# block 1

### Floorplan with the power grid, block 1

Pins as bars on the die edge. Tap cells in gray.
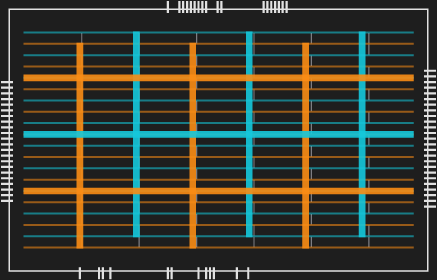

### config.mk
export PLATFORM = sky130hd
export DESIGN_NAME = booth_sequencer
export DESIGN_NICKNAME = d
export VERILOG_FILES = /design/src/rtl/booth_sequencer.sv
export SDC_FILE = /design/constraint.sdc
export NUM_CORES = 1
export LEC_CHECK = 0
export CELL_PAD_IN_SITES_DETAIL_PLACEMENT = 1
export CELL_PAD_IN_SITES_GLOBAL_PLACEMENT = 1
export CORE_ASPECT_RATIO = 0.6
export CORE_MARGIN = 3
export CORE_UTILIZATION = 31
export CTS_BUF_LIST = sky130_fd_sc_hd__clkbuf_8 sky130_fd_sc_hd__clkbuf_16
export DETAILED_ROUTE_END_ITERATION = 10
export PLACE_DENSITY = 0.88
export SETUP_SLACK_MARGIN = 0.05
export SYNTH_ARGS = -nofsm -noshare
export SYNTH_HDL_FRONTEND = slang
export SYNTH_SLANG_ARGS = --single-unit
### constraint.sdc
create_clock -name clk -period 2.15 [get_ports clk]
set_clock_uncertainty 0.15 [all_clocks]
set_input_delay 0.43 -clock clk [delete_from_list [all_inputs] [get_ports clk]]
set_output_delay 0.43 -clock clk [all_outputs]
set_load 0.02 [all_outputs]
### src/rtl/booth_sequencer.sv
// ---------------------------------------------------------------------------
// booth_sequencer
//
// Control sequencer for a radix-2 Booth multiplier datapath. It accepts a
// two's-complement operand pair over a valid/ready handshake, registers it
// onto the datapath operand buses, and issues one LOAD strobe. It then issues
// OP_W ADDSUB/SHIFT strobe pairs, captures the datapath {accumulator,
// multiplier} registers as the product, and presents that product over a
// second valid/ready handshake.
//
// Parameters
//   OP_W          operand width; the product is 2*OP_W bits
//
// Compile-time options
//   ZERO_BYPASS_EN  when defined, an accept with either operand equal to zero
//                   skips the datapath and goes straight to DONE with a zero
//                   product. This path issues no strobes.
//
// Ports
//   clk           single clock, rising edge
//   rst_n         asynchronous active-low reset
//   in_valid      operand pair offered
//   in_ready      sequencer can accept (high only in IDLE)
//   op_a, op_b    multiplicand / multiplier (two's complement)
//   input_1/2     registered multiplicand / multiplier to the datapath
//   load          datapath load strobe (LOAD state)
//   sum_or_diff   datapath add/subtract strobe (ADDSUB state)
//   shift         datapath arithmetic-shift strobe (SHIFT state)
//   shmnt         arithmetic shift amount (1 in SHIFT, 0 elsewhere)
//   dxb_input_1/2 datapath accumulator / multiplier registers
//   product       registered result
//   out_valid     product valid (DONE state)
//   out_ready     consumer accepts product
// ---------------------------------------------------------------------------
module booth_sequencer #(
    parameter int OP_W = 8
) (
    input  logic              clk,
    input  logic              rst_n,

    input  logic              in_valid,
    output logic              in_ready,
    input  logic [OP_W-1:0]   op_a,
    input  logic [OP_W-1:0]   op_b,

    output logic [OP_W-1:0]   input_1,
    output logic [OP_W-1:0]   input_2,
    output logic              load,
    output logic              sum_or_diff,
    output logic              shift,
    output logic [3:0]        shmnt,
    input  logic [OP_W-1:0]   dxb_input_1,
    input  logic [OP_W-1:0]   dxb_input_2,

    output logic [2*OP_W-1:0] product,
    output logic              out_valid,
    input  logic              out_ready
);

    localparam int CNT_W = $clog2(OP_W) + 1;

    typedef enum logic [2:0] {
        IDLE,
        LOAD,
        ADDSUB,
        SHIFT,
        CAPTURE,
        DONE
    } state_t;

    state_t           state;
    state_t           state_nxt;
    logic [CNT_W-1:0] iter_cnt;
    logic             accept;
    logic             last_iter;

    // in_ready is a pure state decode, so an accept can only happen in IDLE.
    // Because of that, in_valid is ignored everywhere else.
    assign accept    = in_valid && in_ready;

    // The counter holds the number of SHIFTs already completed. The SHIFT that
    // sees OP_W-1 is therefore the OP_W-th and last one.
    assign last_iter = (iter_cnt >= CNT_W'(OP_W - 1));

`ifdef ZERO_BYPASS_EN
    logic zero_op;
    assign zero_op = (op_a == '0) || (op_b == '0);
`endif

    // -----------------------------------------------------------------------
    // State register
    // -----------------------------------------------------------------------
    // NOTE: every register in this block is clocked state, so it is written
    // with non-blocking assignments only. This keeps all registers sampling
    // the same pre-edge values, whatever order the processes run in.
    always_ff @(posedge clk or negedge rst_n) begin
        if (!rst_n) begin
            state <= IDLE;
        end else begin
            state <= state_nxt;
        end
    end

    // -----------------------------------------------------------------------
    // Next state and Moore outputs
    // -----------------------------------------------------------------------
    // NOTE: every output of this block gets a default before the case. As a
    // result, no path leaves a variable unassigned and no latch is inferred.
    always_comb begin
        state_nxt   = state;
        in_ready    = 1'b0;
        load        = 1'b0;
        sum_or_diff = 1'b0;
        shift       = 1'b0;
        shmnt       = 4'd0;
        out_valid   = 1'b0;

        unique case (state)
            IDLE: begin
                in_ready = 1'b1;
                if (accept) begin
`ifdef ZERO_BYPASS_EN
                    state_nxt = zero_op ? DONE : LOAD;
`else
                    state_nxt = LOAD;
`endif
                end
            end

            LOAD: begin
                load      = 1'b1;
                state_nxt = ADDSUB;
            end

            ADDSUB: begin
                sum_or_diff = 1'b1;
                state_nxt   = SHIFT;
            end

            SHIFT: begin
                shift     = 1'b1;
                shmnt     = 4'd1;
                state_nxt = last_iter ? CAPTURE : ADDSUB;
            end

            CAPTURE: begin
                state_nxt = DONE;
            end

            DONE: begin
                out_valid = 1'b1;
                // out_ready matters only here. The handshake edge returns the
                // FSM to IDLE, and in_ready rises one cycle later. So an
                // accept never lands on the same edge as the output
                // handshake.
                if (out_ready) begin
                    state_nxt = IDLE;
                end
            end

            default: begin
                state_nxt = IDLE;
            end
        endcase
    end

    // -----------------------------------------------------------------------
    // Operand registers: loaded only on accept. Later changes on op_a/op_b
    // cannot reach the datapath during an operation.
    // -----------------------------------------------------------------------
    // NOTE: these are control-visible datapath registers, not storage arrays.
    // They take the asynchronous reset so that the datapath buses come out of
    // reset at a known zero.
    always_ff @(posedge clk or negedge rst_n) begin
        if (!rst_n) begin
            input_1 <= '0;
            input_2 <= '0;
        end else if (accept) begin
            input_1 <= op_a;
            input_2 <= op_b;
        end
    end

    // -----------------------------------------------------------------------
    // Iteration counter
    // -----------------------------------------------------------------------
    always_ff @(posedge clk or negedge rst_n) begin
        if (!rst_n) begin
            iter_cnt <= '0;
        end else if (state == LOAD) begin
            iter_cnt <= '0;
        end else if (state == SHIFT) begin
            iter_cnt <= iter_cnt + 1'b1;
        end
    end

    // -----------------------------------------------------------------------
    // Product register. It changes only when CAPTURE samples the datapath,
    // or, with the bypass built in, on a zero-operand accept.
    // -----------------------------------------------------------------------
    always_ff @(posedge clk or negedge rst_n) begin
        if (!rst_n) begin
            product <= '0;
        end else if (state == CAPTURE) begin
            product <= {dxb_input_1, dxb_input_2};
`ifdef ZERO_BYPASS_EN
        end else if (accept && zero_op) begin
            product <= '0;
`endif
        end
    end

endmodule

# block 2

==> src/rtl/pulse_delay_sched.sv <==
// pulse_delay_sched
//   Reissues each accepted single-cycle trigger as a single-cycle output
//   pulse De+1 cycles later. De is delay_cfg, with 0 treated as 1. Up to
//   DEPTH triggers may be in flight. Each one is stored as an absolute due
//   timestamp in a small circular FIFO. Only the FIFO head is compared
//   against the free-running timestamp.
//
// Ports
//   clk        system clock; all state updates on the rising edge
//   reset      asynchronous, active-high; clears all state
//   trig       trigger request, sampled on each rising edge
//   delay_cfg  requested delay in cycles (0 behaves as 1)
//   ovf_clr    clears the sticky overflow flag (a new drop wins)
//   pulse_out  registered single-cycle delayed pulse
//   busy       high while any trigger is pending (registered)
//   pending    number of queued triggers (registered)
//   overflow   sticky flag: a trigger arrived on a full queue and was dropped

module pulse_delay_sched #(
    parameter int CNT_W = 8,
    parameter int DEPTH = 4
) (
    input  logic                     clk,
    input  logic                     reset,
    input  logic                     trig,
    input  logic [CNT_W-1:0]         delay_cfg,
    input  logic                     ovf_clr,
    output logic                     pulse_out,
    output logic                     busy,
    output logic [$clog2(DEPTH):0]   pending,
    output logic                     overflow
);

    localparam int PTR_W = $clog2(DEPTH);

    logic [CNT_W-1:0] ts;
    logic [CNT_W-1:0] dly_q;
    logic [CNT_W-1:0] due_mem [DEPTH];
    logic [PTR_W-1:0] rd_ptr;
    logic [PTR_W-1:0] wr_ptr;

    logic [CNT_W-1:0] de;
    logic [CNT_W-1:0] dly_use;
    logic             pop;
    logic             full;
    logic             accept;
    logic             drop;
    logic [PTR_W:0]   pending_nxt;

    always_comb begin
        // NOTE: every signal gets a default before any branch, so no path
        // leaves a value unassigned and no latch is inferred.
        de          = (delay_cfg == '0) ? CNT_W'(1) : delay_cfg;
        // The delay is locked while the queue holds anything. A constant
        // delay keeps the entries in due-time order, so comparing only the
        // head is sufficient.
        dly_use     = (pending == '0) ? de : dly_q;
        pop         = (pending != '0) && (due_mem[rd_ptr] == ts);
        full        = (pending == (PTR_W+1)'(DEPTH));
        // A pop in this cycle frees a slot, so a trigger on a full queue is
        // accepted whenever the head is leaving.
        accept      = trig && (!full || pop);
        drop        = trig && full && !pop;
        pending_nxt = pending;
        if (accept && !pop) begin
            pending_nxt = pending + (PTR_W+1)'(1);
        end else if (!accept && pop) begin
            pending_nxt = pending - (PTR_W+1)'(1);
        end
    end

    always_ff @(posedge clk or posedge reset) begin
        // NOTE: state registers use non-blocking assignments, so every
        // register samples the pre-edge values of the others.
        if (reset) begin
            ts        <= '0;
            dly_q     <= CNT_W'(1);
            rd_ptr    <= '0;
            wr_ptr    <= '0;
            pending   <= '0;
            busy      <= 1'b0;
            pulse_out <= 1'b0;
            overflow  <= 1'b0;
        end else begin
            ts        <= ts + CNT_W'(1);
            pending   <= pending_nxt;
            busy      <= (pending_nxt != '0);
            pulse_out <= pop;
            if (accept) begin
                wr_ptr <= wr_ptr + PTR_W'(1);
                if (pending == '0) begin
                    dly_q <= de;
                end
            end
            if (pop) begin
                rd_ptr <= rd_ptr + PTR_W'(1);
            end
            if (drop) begin
                overflow <= 1'b1;
            end else if (ovf_clr) begin
                overflow <= 1'b0;
            end
        end
    end

    // NOTE: the due-time storage has no reset. After reset the pointers and
    // pending are zero, so stale entries are never read.
    always_ff @(posedge clk) begin
        if (accept) begin
            due_mem[wr_ptr] <= ts + dly_use;
        end
    end

endmodule

==> config.mk <==
export PLATFORM = sky130hd
export DESIGN_NAME = pulse_delay_sched
export DESIGN_NICKNAME = d
export VERILOG_FILES = /design/src/rtl/pulse_delay_sched.sv
export SDC_FILE = /design/constraint.sdc
export NUM_CORES = 1
export LEC_CHECK = 0
export CAP_MARGIN = 20
export CORE_UTILIZATION = 54
export DETAILED_ROUTE_END_ITERATION = 8
export PLACE_DENSITY = 0.74
export SLEW_MARGIN = 15
export SYNTH_ARGS = -nofsm -noshare
export SYNTH_HDL_FRONTEND = slang
export SYNTH_SLANG_ARGS = --single-unit
==> constraint.sdc <==
create_clock -name clk -period 8.17 [get_ports clk]
set_clock_uncertainty 0.2 [all_clocks]
set_input_delay 0.817 -clock clk [delete_from_list [all_inputs] [get_ports clk]]
set_output_delay 0.817 -clock clk [all_outputs]
set_load 0.02 [all_outputs]
# block 3

==> src/rtl/raisin64_mem_pkg.sv <==
// ---------------------------------------------------------------------------
// raisin64_mem_pkg : shared encodings for the memory port arbiter slice
// Rev 1.0
// ---------------------------------------------------------------------------
`default_nettype none

package raisin64_mem_pkg;

  typedef enum logic [1:0] {
    ST_IDLE = 2'd0,
    ST_BUSY = 2'd1,
    ST_RESP = 2'd2
  } state_t;

  typedef enum logic {
    OWN_FETCH = 1'b0,
    OWN_DATA  = 1'b1
  } owner_t;

  localparam int RR_FIXED = 0;
  localparam int RR_ROUND = 1;

  function automatic owner_t other_owner(input owner_t o);
    return (o == OWN_FETCH) ? OWN_DATA : OWN_FETCH;
  endfunction

endpackage

`default_nettype wire

==> src/rtl/mem_arb_select.sv <==
// ---------------------------------------------------------------------------
// mem_arb_select : fetch/data grant choice, fixed priority or round-robin
// Rev 1.0
// ---------------------------------------------------------------------------
`default_nettype none

module mem_arb_select
  import raisin64_mem_pkg::*;
#(
  parameter int RR_MODE = RR_FIXED
) (
  input  logic   clk,
  input  logic   rst,
  input  logic   i_req_fetch,
  input  logic   i_req_data,
  input  logic   i_grant_en,
  output owner_t o_owner
);

  owner_t r_last;
  owner_t w_owner;

  always_comb begin
    w_owner = OWN_FETCH;
    if (i_req_fetch && i_req_data) begin
      w_owner = (RR_MODE == RR_ROUND) ? other_owner(r_last) : OWN_DATA;
    end else if (i_req_data) begin
      w_owner = OWN_DATA;
    end
  end

  // Resetting to fetch makes the first round-robin contention go to data.
  always_ff @(posedge clk or posedge rst) begin
    if (rst) begin
      r_last <= OWN_FETCH;
    end else if (i_grant_en) begin
      r_last <= w_owner;
    end
  end

  assign o_owner = w_owner;

endmodule

`default_nettype wire

==> src/rtl/mem_port_arbiter.sv <==
// ---------------------------------------------------------------------------
// mem_port_arbiter : shares one memory port between fetch and data requesters
// Rev 1.0
// ---------------------------------------------------------------------------
`default_nettype none

module mem_port_arbiter
  import raisin64_mem_pkg::*;
#(
  parameter int DATA_W  = 64,
  parameter int ADDR_W  = 64,
  parameter int RR_MODE = RR_FIXED,
  parameter int TIMEOUT = 255
) (
  input  logic              clk,
  input  logic              rst,
  input  logic [ADDR_W-1:0] imem_addr,
  input  logic              imem_addr_valid,
  output logic [DATA_W-1:0] imem_data,
  output logic              imem_data_valid,
  input  logic [ADDR_W-1:0] dmem_addr,
  input  logic [DATA_W-1:0] dmem_din,
  input  logic              dmem_rstrobe,
  input  logic              dmem_wstrobe,
  output logic [DATA_W-1:0] dmem_dout,
  output logic              dmem_cycle_complete,
  output logic [ADDR_W-1:0] mem_addr,
  output logic [DATA_W-1:0] mem_dout,
  input  logic [DATA_W-1:0] mem_din,
  output logic              mem_addr_valid,
  output logic              mem_dout_write,
  input  logic              mem_din_ready,
  output logic              bus_err
);

  state_t            r_state;
  state_t            w_next;
  owner_t            r_owner;
  owner_t            w_grant;
  logic [ADDR_W-1:0] r_addr;
  logic [DATA_W-1:0] r_wdata;
  logic [DATA_W-1:0] r_imem_data;
  logic [DATA_W-1:0] r_dmem_data;
  logic              r_write;
  logic              r_err;
  logic [31:0]       r_wd_cnt;

  logic w_req_fetch;
  logic w_req_data;
  logic w_start;
  logic w_done;
  logic w_timeout;

  assign w_req_fetch = imem_addr_valid;
  assign w_req_data  = dmem_rstrobe | dmem_wstrobe;
  assign w_start     = (r_state == ST_IDLE) && (w_req_fetch || w_req_data);
  assign w_done      = (r_state == ST_BUSY) && mem_din_ready;
  // The counter holds k-1 in the k-th BUSY cycle, so TIMEOUT-1 marks the last allowed cycle.
  assign w_timeout   = (r_state == ST_BUSY) && !mem_din_ready && (TIMEOUT != 0) &&
                       (r_wd_cnt == 32'(TIMEOUT - 1));

  mem_arb_select #(
    .RR_MODE (RR_MODE)
  ) u_select (
    .clk         (clk),
    .rst         (rst),
    .i_req_fetch (w_req_fetch),
    .i_req_data  (w_req_data),
    .i_grant_en  (w_start),
    .o_owner     (w_grant)
  );

  always_ff @(posedge clk or posedge rst) begin
    if (rst) begin
      r_state <= ST_IDLE;
    end else begin
      r_state <= w_next;
    end
  end

  always_comb begin
    w_next = r_state;
    case (r_state)
      ST_IDLE: if (w_start) w_next = ST_BUSY;
      ST_BUSY: if (w_done || w_timeout) w_next = ST_RESP;
      ST_RESP: w_next = ST_IDLE;
      default: w_next = ST_IDLE;
    endcase
  end

  always_comb begin
    mem_addr_valid      = (r_state == ST_BUSY);
    mem_dout_write      = (r_state == ST_BUSY) && r_write;
    imem_data_valid     = (r_state == ST_RESP) && (r_owner == OWN_FETCH);
    dmem_cycle_complete = (r_state == ST_RESP) && (r_owner == OWN_DATA);
    bus_err             = (r_state == ST_RESP) && r_err;
  end

  always_ff @(posedge clk or posedge rst) begin
    if (rst) begin
      r_owner     <= OWN_FETCH;
      r_addr      <= '0;
      r_wdata     <= '0;
      r_write     <= 1'b0;
      r_err       <= 1'b0;
      r_wd_cnt    <= '0;
      r_imem_data <= '0;
      r_dmem_data <= '0;
    end else if (w_start) begin
      r_owner  <= w_grant;
      r_addr   <= (w_grant == OWN_DATA) ? dmem_addr : imem_addr;
      r_write  <= (w_grant == OWN_DATA) && dmem_wstrobe;
      r_err    <= 1'b0;
      r_wd_cnt <= '0;
      if (w_grant == OWN_DATA) begin
        r_wdata <= dmem_din;
      end
    end else if (r_state == ST_BUSY) begin
      r_wd_cnt <= r_wd_cnt + 32'd1;
      if (w_done && !r_write) begin
        if (r_owner == OWN_FETCH) begin
          r_imem_data <= mem_din;
        end else begin
          r_dmem_data <= mem_din;
        end
      end
      if (w_timeout) begin
        r_err <= 1'b1;
      end
    end
  end

  assign imem_data = r_imem_data;
  assign dmem_dout = r_dmem_data;
  assign mem_addr  = r_addr;
  assign mem_dout  = r_wdata;

endmodule

`default_nettype wire

==> config.mk <==
export PLATFORM = sky130hd
export DESIGN_NAME = mem_port_arbiter
export DESIGN_NICKNAME = d
export VERILOG_FILES = /design/src/rtl/raisin64_mem_pkg.sv /design/src/rtl/mem_arb_select.sv /design/src/rtl/mem_port_arbiter.sv
export SDC_FILE = /design/constraint.sdc
export NUM_CORES = 1
export LEC_CHECK = 0
export CAP_MARGIN = 20
export CELL_PAD_IN_SITES_DETAIL_PLACEMENT = 1
export CELL_PAD_IN_SITES_GLOBAL_PLACEMENT = 1
export CORE_AREA = 2 2 205 207
export CTS_BUF_LIST = sky130_fd_sc_hd__clkbuf_8
export CTS_CLUSTER_SIZE = 14
export DETAILED_ROUTE_END_ITERATION = 8
export DIE_AREA = 0 0 207 209
export DONT_BUFFER_PORTS = 1
export PLACE_DENSITY_LB_ADDON = 0.2
export SLEW_MARGIN = 20
export SYNTH_ARGS = -nofsm -noshare
export SYNTH_HDL_FRONTEND = slang
export SYNTH_SLANG_ARGS = --single-unit
==> constraint.sdc <==
create_clock -name clk -period 26.5 [get_ports clk]
set_input_delay 3.975 -clock clk [delete_from_list [all_inputs] [get_ports clk]]
set_output_delay 3.975 -clock clk [all_outputs]
set_load 0.01 [all_outputs]
# block 4

**src/rtl/usb_tx_pkg.sv**
```systemverilog
// usb_tx_pkg: shared types and defaults for the USB TX byte path.
package usb_tx_pkg;
    typedef enum logic {IDLE, SHIFT} tx_pf_state_t;
    localparam logic IDLE_LEVEL = 1'b1;
    localparam int BYTE_W = 8;
endpackage

```
**src/rtl/usb_tx_byte_prefetch_if.sv**
```systemverilog
// usb_tx_byte_prefetch_if: FIFO, bit-timer and serial-output signals of the TX prefetch stage.
interface usb_tx_byte_prefetch_if #(parameter int DATA_WIDTH = usb_tx_pkg::BYTE_W);
    logic start;
    logic bit_strobe;
    logic get_tx;
    logic [DATA_WIDTH-1:0] fifo_rdata;
    logic fifo_empty;
    logic fifo_pop;
    logic tx_bit;
    logic tx_active;
    logic eop;
    logic underrun;
    modport master (
        output start, bit_strobe, get_tx, fifo_rdata, fifo_empty,
        input fifo_pop, tx_bit, tx_active, eop, underrun
    );
    modport slave (
        input start, bit_strobe, get_tx, fifo_rdata, fifo_empty,
        output fifo_pop, tx_bit, tx_active, eop, underrun
    );
endinterface

```
**src/rtl/usb_tx_pts_sr.sv**
```systemverilog
// usb_tx_pts_sr: parallel-to-serial shift register, LSB out first, idle level shifted in.
module usb_tx_pts_sr #(
    parameter int DATA_WIDTH = usb_tx_pkg::BYTE_W,
    parameter logic IDLE_LEVEL = usb_tx_pkg::IDLE_LEVEL
) (
    input logic clk,
    input logic rst,
    input logic load,
    input logic [DATA_WIDTH-1:0] load_data,
    input logic shift,
    output logic sout
);
    logic [DATA_WIDTH-1:0] sr;
    always_ff @(posedge clk) begin
        if (rst) sr <= '1;
        else if (load) sr <= load_data;
        else if (shift) sr <= {IDLE_LEVEL, sr[DATA_WIDTH-1:1]};
    end
    assign sout = sr[0];
endmodule

```
**src/rtl/usb_tx_byte_prefetch.sv**
```systemverilog
// usb_tx_byte_prefetch: one-byte prefetch from the TX FIFO feeding an LSB-first serializer,
// with clean end-of-packet and underrun signalling.
module usb_tx_byte_prefetch #(
    parameter int DATA_WIDTH = usb_tx_pkg::BYTE_W,
    parameter logic IDLE_LEVEL = usb_tx_pkg::IDLE_LEVEL
) (
    input logic clk,
    input logic rst,
    usb_tx_byte_prefetch_if.slave bus
);
    import usb_tx_pkg::*;
    localparam int IW = $clog2(DATA_WIDTH);
    localparam logic [IW-1:0] LAST = IW'(DATA_WIDTH - 1);
    tx_pf_state_t state, state_n;
    logic [IW-1:0] bit_idx, bit_idx_n;
    logic [DATA_WIDTH-1:0] pf_buf, pf_buf_n, ld_data;
    logic pf_valid, pf_valid_n, last_seen, last_seen_n;
    logic active, active_n, get_tx_q, req_edge;
    logic pop, load, shift, eop_n, und_n, eop_q, und_q, sr_out;
    assign req_edge = bus.get_tx & ~get_tx_q;
    usb_tx_pts_sr #(.DATA_WIDTH(DATA_WIDTH), .IDLE_LEVEL(IDLE_LEVEL)) u_sr (
        .clk(clk),
        .rst(rst),
        .load(load),
        .load_data(ld_data),
        .shift(shift),
        .sout(sr_out)
    );
    always_ff @(posedge clk) begin
        if (rst) begin
            state <= IDLE;
            bit_idx <= '0;
            pf_buf <= '0;
            pf_valid <= 1'b0;
            last_seen <= 1'b0;
            active <= 1'b0;
            get_tx_q <= 1'b0;
            eop_q <= 1'b0;
            und_q <= 1'b0;
        end else begin
            state <= state_n;
            bit_idx <= bit_idx_n;
            pf_buf <= pf_buf_n;
            pf_valid <= pf_valid_n;
            last_seen <= last_seen_n;
            active <= active_n;
            get_tx_q <= bus.get_tx;
            eop_q <= eop_n;
            und_q <= und_n;
        end
    end
    always_comb begin
        state_n = state;
        bit_idx_n = bit_idx;
        pf_buf_n = pf_buf;
        pf_valid_n = pf_valid;
        last_seen_n = last_seen;
        active_n = active;
        pop = 1'b0;
        load = 1'b0;
        shift = 1'b0;
        ld_data = bus.fifo_rdata;
        eop_n = 1'b0;
        und_n = 1'b0;
        if (state == IDLE) begin
            if (bus.start && !bus.fifo_empty) begin
                pop = 1'b1;
                load = 1'b1;
                bit_idx_n = '0;
                active_n = 1'b1;
                state_n = SHIFT;
            end else if (bus.start) und_n = 1'b1;
        end else begin
            if (bus.bit_strobe && bit_idx != LAST) begin
                shift = 1'b1;
                bit_idx_n = bit_idx + 1'b1;
            end else if (bus.bit_strobe && pf_valid) begin
                load = 1'b1;
                ld_data = pf_buf;
                pf_valid_n = 1'b0;
                bit_idx_n = '0;
            end else if (bus.bit_strobe) begin
                eop_n = last_seen;
                und_n = ~last_seen;
                active_n = 1'b0;
                last_seen_n = 1'b0;
                state_n = IDLE;
            end
            // a boundary load frees the buffer for a same-cycle fetch; a packet ending now takes no fetch
            if (req_edge && state_n == SHIFT && !pf_valid_n) begin
                if (!bus.fifo_empty) begin
                    pop = 1'b1;
                    pf_buf_n = bus.fifo_rdata;
                    pf_valid_n = 1'b1;
                end else last_seen_n = 1'b1;
            end
        end
    end
    assign bus.fifo_pop = pop & ~rst;
    assign bus.tx_bit = active ? sr_out : IDLE_LEVEL;
    assign bus.tx_active = active;
    assign bus.eop = eop_q;
    assign bus.underrun = und_q;
endmodule

```
**src/flat_wrapper.sv**
```systemverilog
// flat-port wrapper written by rule: the top's interface ports become plain ports
module usb_tx_byte_prefetch_flat import usb_tx_pkg::*;
#(
    parameter int DATA_WIDTH = usb_tx_pkg::BYTE_W,
    parameter logic IDLE_LEVEL = usb_tx_pkg::IDLE_LEVEL
)
  (clk, rst, bus_start, bus_bit_strobe, bus_get_tx, bus_fifo_rdata, bus_fifo_empty, bus_fifo_pop, bus_tx_bit, bus_tx_active, bus_eop, bus_underrun);
  usb_tx_byte_prefetch_if #(.DATA_WIDTH(DATA_WIDTH)) bus_i ();
  input logic clk;
  input logic rst;
  input wire logic [$bits(bus_i.start)-1:0] bus_start;
  input wire logic [$bits(bus_i.bit_strobe)-1:0] bus_bit_strobe;
  input wire logic [$bits(bus_i.get_tx)-1:0] bus_get_tx;
  input wire logic [$bits(bus_i.fifo_rdata)-1:0] bus_fifo_rdata;
  input wire logic [$bits(bus_i.fifo_empty)-1:0] bus_fifo_empty;
  output wire logic [$bits(bus_i.fifo_pop)-1:0] bus_fifo_pop;
  output wire logic [$bits(bus_i.tx_bit)-1:0] bus_tx_bit;
  output wire logic [$bits(bus_i.tx_active)-1:0] bus_tx_active;
  output wire logic [$bits(bus_i.eop)-1:0] bus_eop;
  output wire logic [$bits(bus_i.underrun)-1:0] bus_underrun;
  assign bus_i.start = bus_start;
  assign bus_i.bit_strobe = bus_bit_strobe;
  assign bus_i.get_tx = bus_get_tx;
  assign bus_i.fifo_rdata = bus_fifo_rdata;
  assign bus_i.fifo_empty = bus_fifo_empty;
  assign bus_fifo_pop = bus_i.fifo_pop;
  assign bus_tx_bit = bus_i.tx_bit;
  assign bus_tx_active = bus_i.tx_active;
  assign bus_eop = bus_i.eop;
  assign bus_underrun = bus_i.underrun;
  usb_tx_byte_prefetch #(.DATA_WIDTH(DATA_WIDTH), .IDLE_LEVEL(IDLE_LEVEL)) u_core (.clk(clk), .rst(rst), .bus(bus_i));
endmodule
```
**config.mk**
```make
export PLATFORM = sky130hd
export DESIGN_NAME = usb_tx_byte_prefetch_flat
export DESIGN_NICKNAME = d
export VERILOG_FILES = /design/src/rtl/usb_tx_pkg.sv /design/src/rtl/usb_tx_byte_prefetch_if.sv /design/src/rtl/usb_tx_pts_sr.sv /design/src/rtl/usb_tx_byte_prefetch.sv /design/src/flat_wrapper.sv
export SDC_FILE = /design/constraint.sdc
export NUM_CORES = 1
export LEC_CHECK = 0
export CELL_PAD_IN_SITES_DETAIL_PLACEMENT = 0
export CELL_PAD_IN_SITES_GLOBAL_PLACEMENT = 1
export CORE_ASPECT_RATIO = 1.1
export CORE_MARGIN = 2
export CORE_UTILIZATION = 30
export DETAILED_ROUTE_END_ITERATION = 6
export GPL_TIMING_DRIVEN = 0
export HOLD_SLACK_MARGIN = 0.06
export MAX_ROUTING_LAYER = met4
export PLACE_DENSITY = 0.67
export REMOVE_ABC_BUFFERS = 1
export SLEW_MARGIN = 10
export SYNTH_ARGS = -nofsm -noshare
export SYNTH_HDL_FRONTEND = slang
export SYNTH_SLANG_ARGS = --single-unit
```
**constraint.sdc**
```tcl
create_clock -name clk -period 5.17 [get_ports clk]
set_input_delay 1.551 -clock clk [delete_from_list [all_inputs] [get_ports clk]]
set_output_delay 1.551 -clock clk [all_outputs]
set_load 0.01 [all_outputs]
```

==> screenshots <==
Routed clock nets over the placement.
(a)
Bar = 20 um.
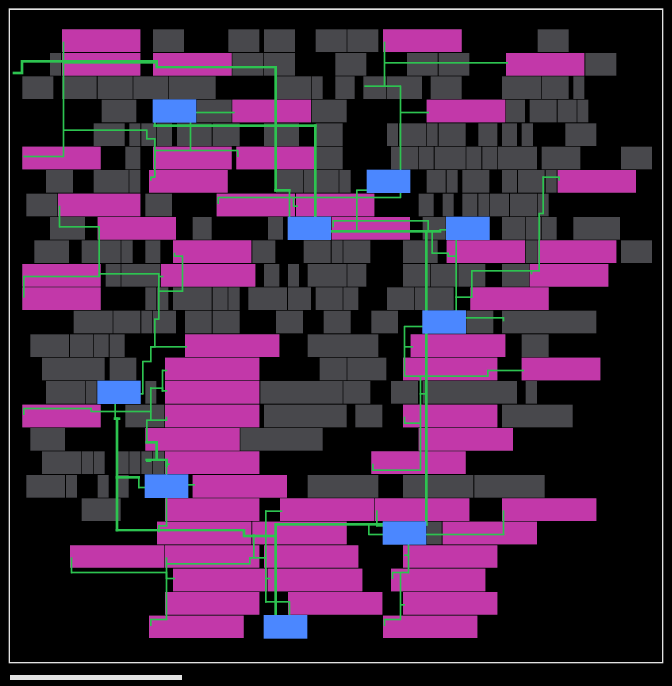
(b)
Bar = 20 um.
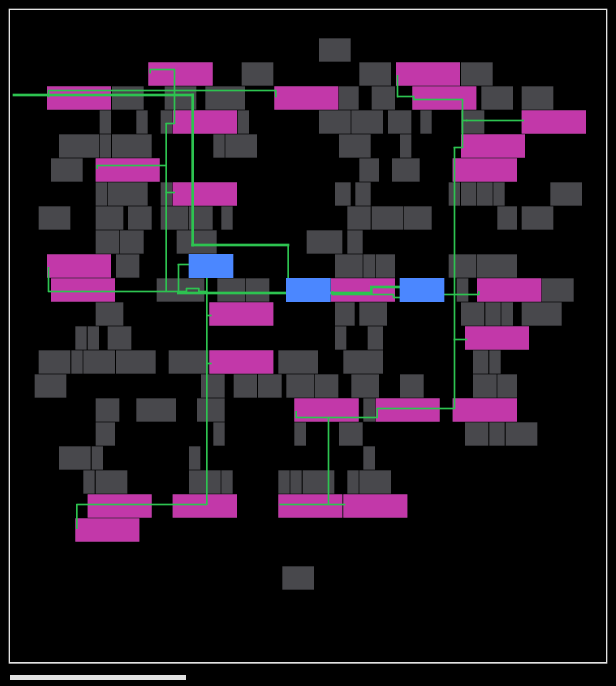
(c)
Bar = 50 um.
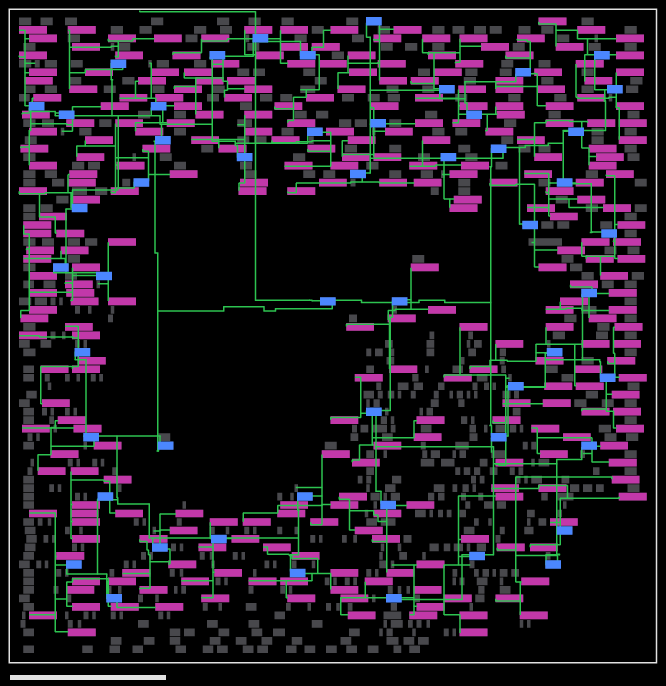
(d)
Bar = 20 um.
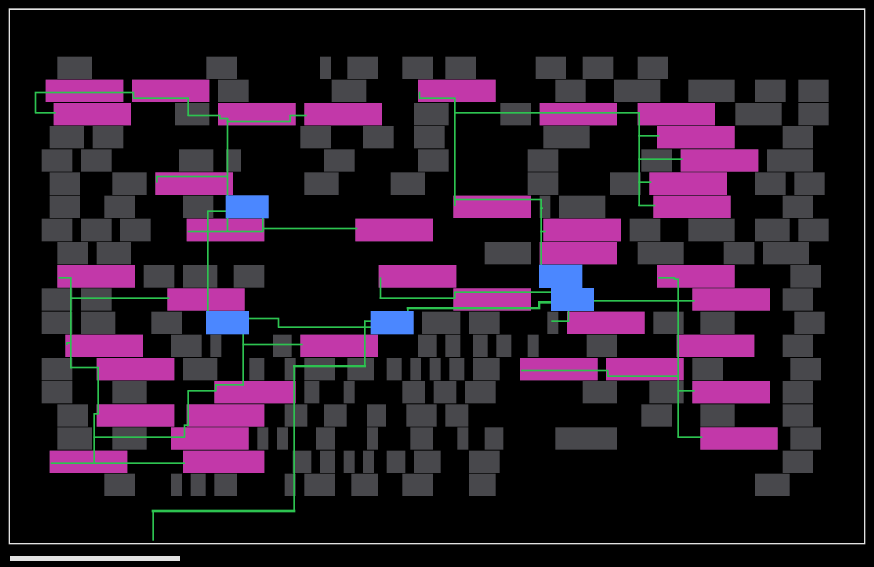
- (a) = block 2
- (c) = block 3
- (b) = block 4
- (d) = block 1

Key to (d):
flip-flops: in magenta, count 39. clock drivers: in blue, count 5. clock wires: in green, length 466 um.
There are 6 routed clock nets.

### Floorplan with the power grid, block 4

Pins as bars on the die edge. Tap cells in gray.
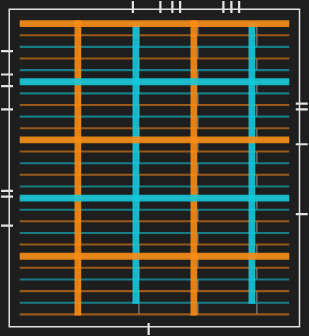
VDD: in cyan. VSS: in orange.
26 met1 rails follow the rows. 19 signal pins sit on the boundary. The core has 25 rows. 4 straps on met4.

### Congestion heat map, block 4

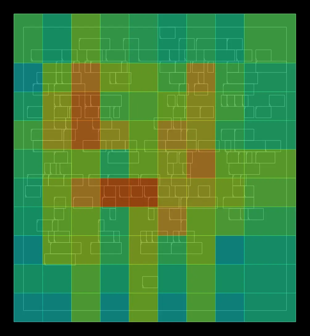
WL/cell: 15.0 um
met3 Usage GRT: 3.68%
met2 Use GR: 21.0%

==> impl_metrics.csv, block 4 <==
group,metric,value,unit
power,p_leak,0.558,nW
power,p_comb_share,15.0,%
place,dpl.hpwl,2.05,mm
power,power,0.000390,W
worst_setup_path,endpoint,"bus_fifo_pop",
worst_setup_path,rr_endpoint,"u_core.u_sr.sr[6]$_SDFFE_PP1P_",
synthesis,area_leaders,"dfxtp_1 (39%), and4bb_2 (6.6%), nand2_1 (6.2%), mux2i_1 (6.0%), o211ai_1 (5.6%)",
final_layout,bufAreaShareNonClock,11.7,%
power,swShare,24.8,%
final_layout,largest_class,"logic gates",
worst_setup_path,cp_data_arrival_time,3.48,ns
final_layout,final_util,36.4,%
synthesis,topCombFamilyByArea,"simple AND/OR/NAND/NOR gates",
synthesis,synthMuxAreaShare,6.01,%
worst_setup_path,reg2reg_slack,2.89,ns
floorplan,io_pins,19,
worst_setup_path,crit_top_cell,"clkdlybuf4s50_1",
synthesis,synth.avg_cell_area,9.38,um2
worst_setup_path,cp.required,3.62,ns
worst_setup_path,path_buffers,2,
run_status,outcome,"finished, final reports clean",
worst_hold_path,worstHoldPathType,"flop to flop",
sta,period_used_share,97.4,%
worst_setup_path,crit_chain,"clkdlybuf4s50_1, or3b_4, a21oi_1, clkdlybuf4s50_1",
routing,dr.pass1.iters,4,
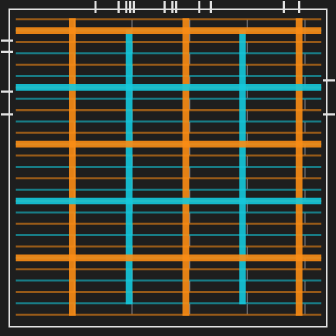
*Floorplan with the power grid, block 2*
Pins as bars on the die edge. Tap cells in gray.
VDD: in cyan. VSS: in orange.
5 straps on met4. 18 signal pins sit on the boundary. 70 tap cells. 27 met1 rails follow the rows.

### Wiring by layer, block 2

Bar = 20 um.
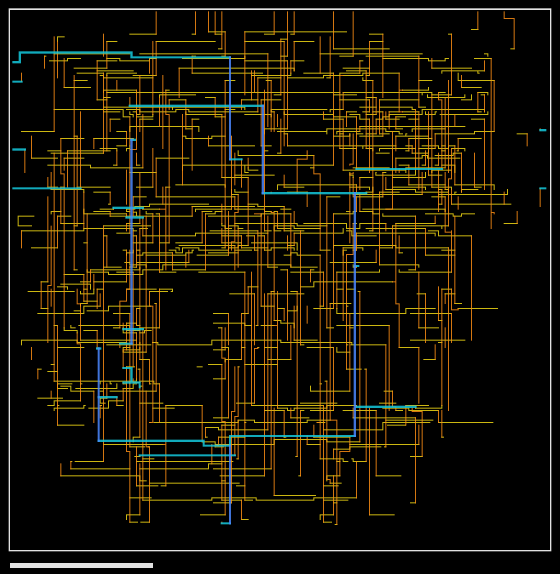
metal 3: in cyan, wire length 174 um. metal 2: in orange, wire length 2440 um. metal 4: in blue, wire length 113 um. metal 1: in yellow, wire length 2280 um.

==> impl_metrics.csv, block 2 <==
group,metric,value,unit
run_status,outcome,"finished, final reports clean",
power,pg_comb,0.000487,W
grt,grt_max_degree,27,
cts,worst_setup_hold_path_clk_slew,0.06,ns
final_layout,clockBufferCount,10,
floorplan,die_x,75.7,um
sta,max_slew_margin,46.9,%
final_layout,clkCellAreaFrac,6.21,%
final_layout,reg.largest.list,"due_mem (32), dly_q (8), ts (8)",
synthesis,topCombFamilyByArea,"multiplexers",
floorplan,core_region_area,5170,um2
power,p_comb_share,38.0,%
cts,cts_buffer_depth,2,
floorplan,io_pins,18,
sta,grt_setup_unrepaired,"no",
place,post-place-ws,4.43,ns
final_layout,inv_count,16,
routing,wl_met1,2.28,mm
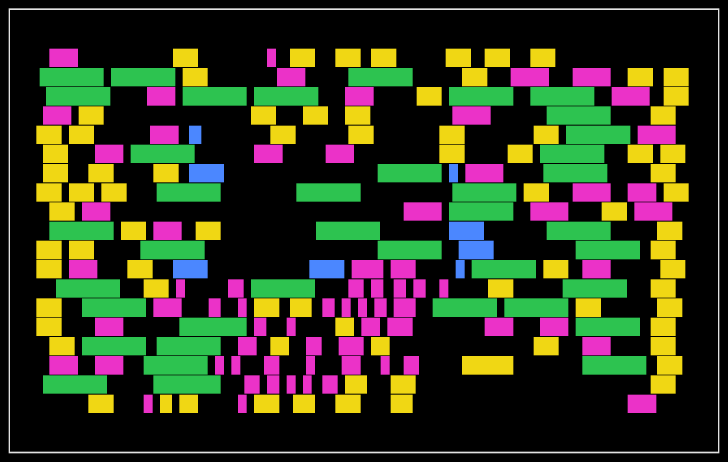
*Cells colored by class, block 1*
combinational and other logic: in magenta, cells 70. flops: in green, cells 39. clock drivers and dummy loads: in blue, cells 8. other buffers and delay cells: in yellow, cells 78.

Notes on 'Floorplan with the power grid' of block 1 above:
VSS: in orange. VDD: in cyan.
6 straps on met4. 3 straps on met5. 77 signal pins sit on the boundary. The core has 19 rows. 63 tap cells.

==> impl_metrics.csv, block 1 <==
group,metric,value,unit
final_layout,nFillCells,519,
power,seqPwrFrac,35.1,%
routing,drc,0,
sta,fin_hold_ws,0.0363,ns
power,swShare,36.7,%
final_layout,largest_class,"flip-flops and latches",
final_layout,logic_gate_count,68,
grt,first_global_vias,1178,
worst_setup_path,cp_max_fo,9,
final_layout,final_area,2520,um2
cts,cts_buffers,5,
cts,cts_tree,"done",
power,p_clk_share,11.6,%
grt,grt_usage,12.5,%
final_layout,layout_top_cell,"clkdlybuf4s50_1",
worst_setup_path,cp_data_arrival_time,1.40,ns
routing,highest_layer,"met3",
final_layout,comb_area,604,um2
synthesis,synth-simple-area-share,8.33,%
run_status,outcome,"finished, final reports clean",
grt,grt_pass1_wl,6.18,mm
synthesis,netlist_area,1650,um2
routing,wire_per_inst,15.0,um
cts,cts-resized-gates,8,
synthesis,yosysTopAreaCell,"dfrtp_1",
synthesis,syn-instance-count,116,
routing,routed_wirelength,3.87,mm
worst_setup_path,ff2ff_path_depth,4,
job,warning_count,26,
place,dpl.hpwl,2.95,mm
worst_setup_path,reg2reg_slack,0.47,ns
synthesis,synthMuxAreaShare,24.7,%
worst_setup_path,rr_endpoint,"product[7]$_DFFE_PN0P_",
cts,clock-root-buffer,"clkbuf_8",
final_layout,largest_reg_flops,16,
floorplan,nWellTaps,63,
### Cells colored by class, block 3

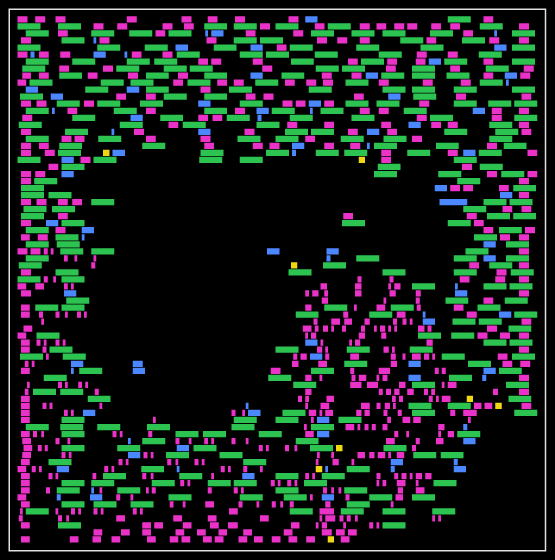
flops: in green, cells 293. other buffers and delay cells: in yellow, cells 8. combinational and other logic: in magenta, cells 551. clock drivers and dummy loads: in blue, cells 88.

==> impl_metrics.csv, block 3 <==
group,metric,value,unit
run_status,outcome,"finished, final reports clean",
grt,busiest_layer,"met2",
job,warning_count,33,
cts,cts_buffer_depth,3,
sta,tns,0,ns
synthesis,ys_cells,895,
final_layout,clockBufferCount,59,
routing,dr.pass1.iters,4,
power,pg_comb,0.000333,W
sta,slew_viol_final,0,
power,switchingPower,0.000608,W
final_layout,bufAreaShareNonClock,0.446,%
sta,fin_ws,20.29,ns
floorplan,die_x,207,um
sta,max_slew_margin,31.7,%
final_layout,final_area,13500,um2
final_layout,syn_to_final_growth,12.7,%
synthesis,synthMuxAreaShare,24.5,%
sta,finalHoldViolCount,0,
final_layout,largest_class,"flip-flops and latches",
synthesis,synth_nets,1159,
final_layout,antenna_cells,2,
sta,grt_setup_unrepaired,"no",
cts,clock-root-buffer,"clkbuf_8",
grt,grt_max_degree,119,
worst_setup_path,cp_data_arrival_time,2.24,ns
grt,grt_usage,14.9,%
power,p_comb_share,20.2,%
worst_hold_path,min_to,"r_wd_cnt[13]$_DFFE_PP0P_",
worst_setup_path,cp.required,22.52,ns
sta,setup_viol,0,
synthesis,yosysTopAreaCell,"dfrtp_1",
synthesis,yosys.area_share.adder,0.209,%


==> screenshots <==
Wiring by layer.
shot_01.png
Bar = 50 um.
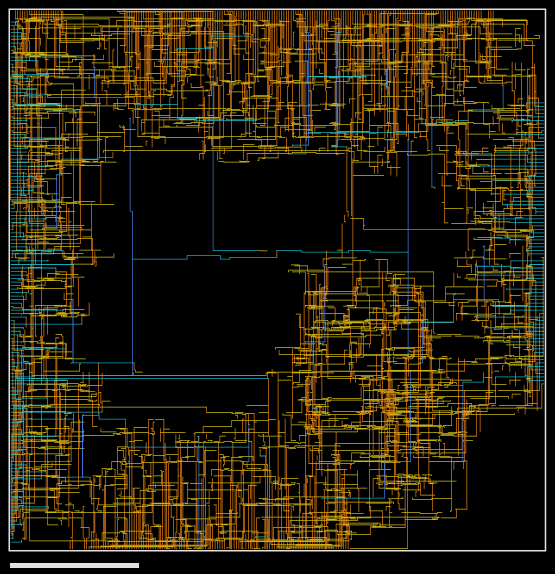
shot_02.png
Bar = 20 um.
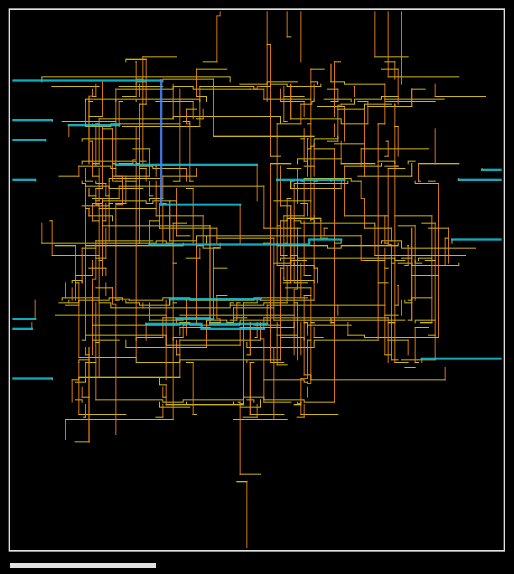
shot_03.png
Bar = 20 um.
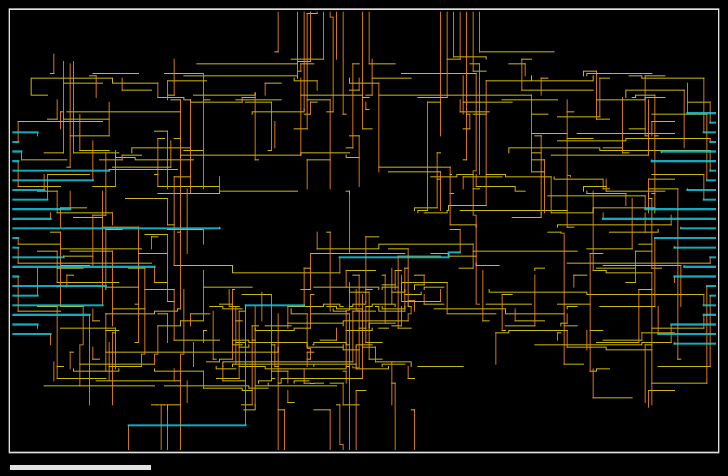
Block 1 is shot_03.png.
Block 3 is shot_01.png.
Block 4 is shot_02.png.
Of these, most wire: shot_01.png
Of these, smallest die: shot_02.png


==> gallery <==
Congestion heat map.
Plate I
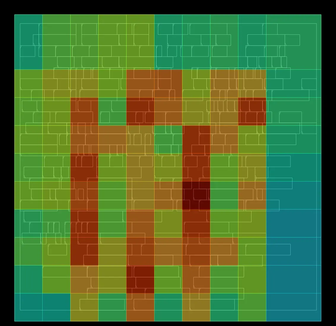
Plate II
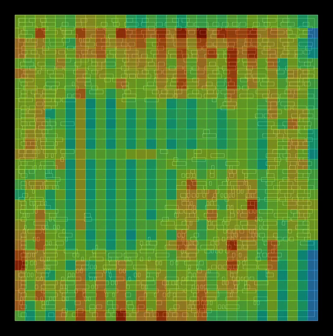
Plate III
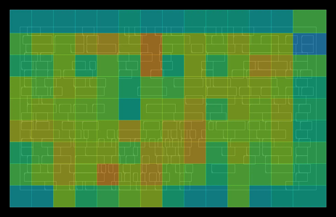
Of these, most wire per cell: Plate II
Plate I is block 2.
Plate II is block 3.
Plate III is block 1.

Power is estimated from default activity; no workload was simulated.
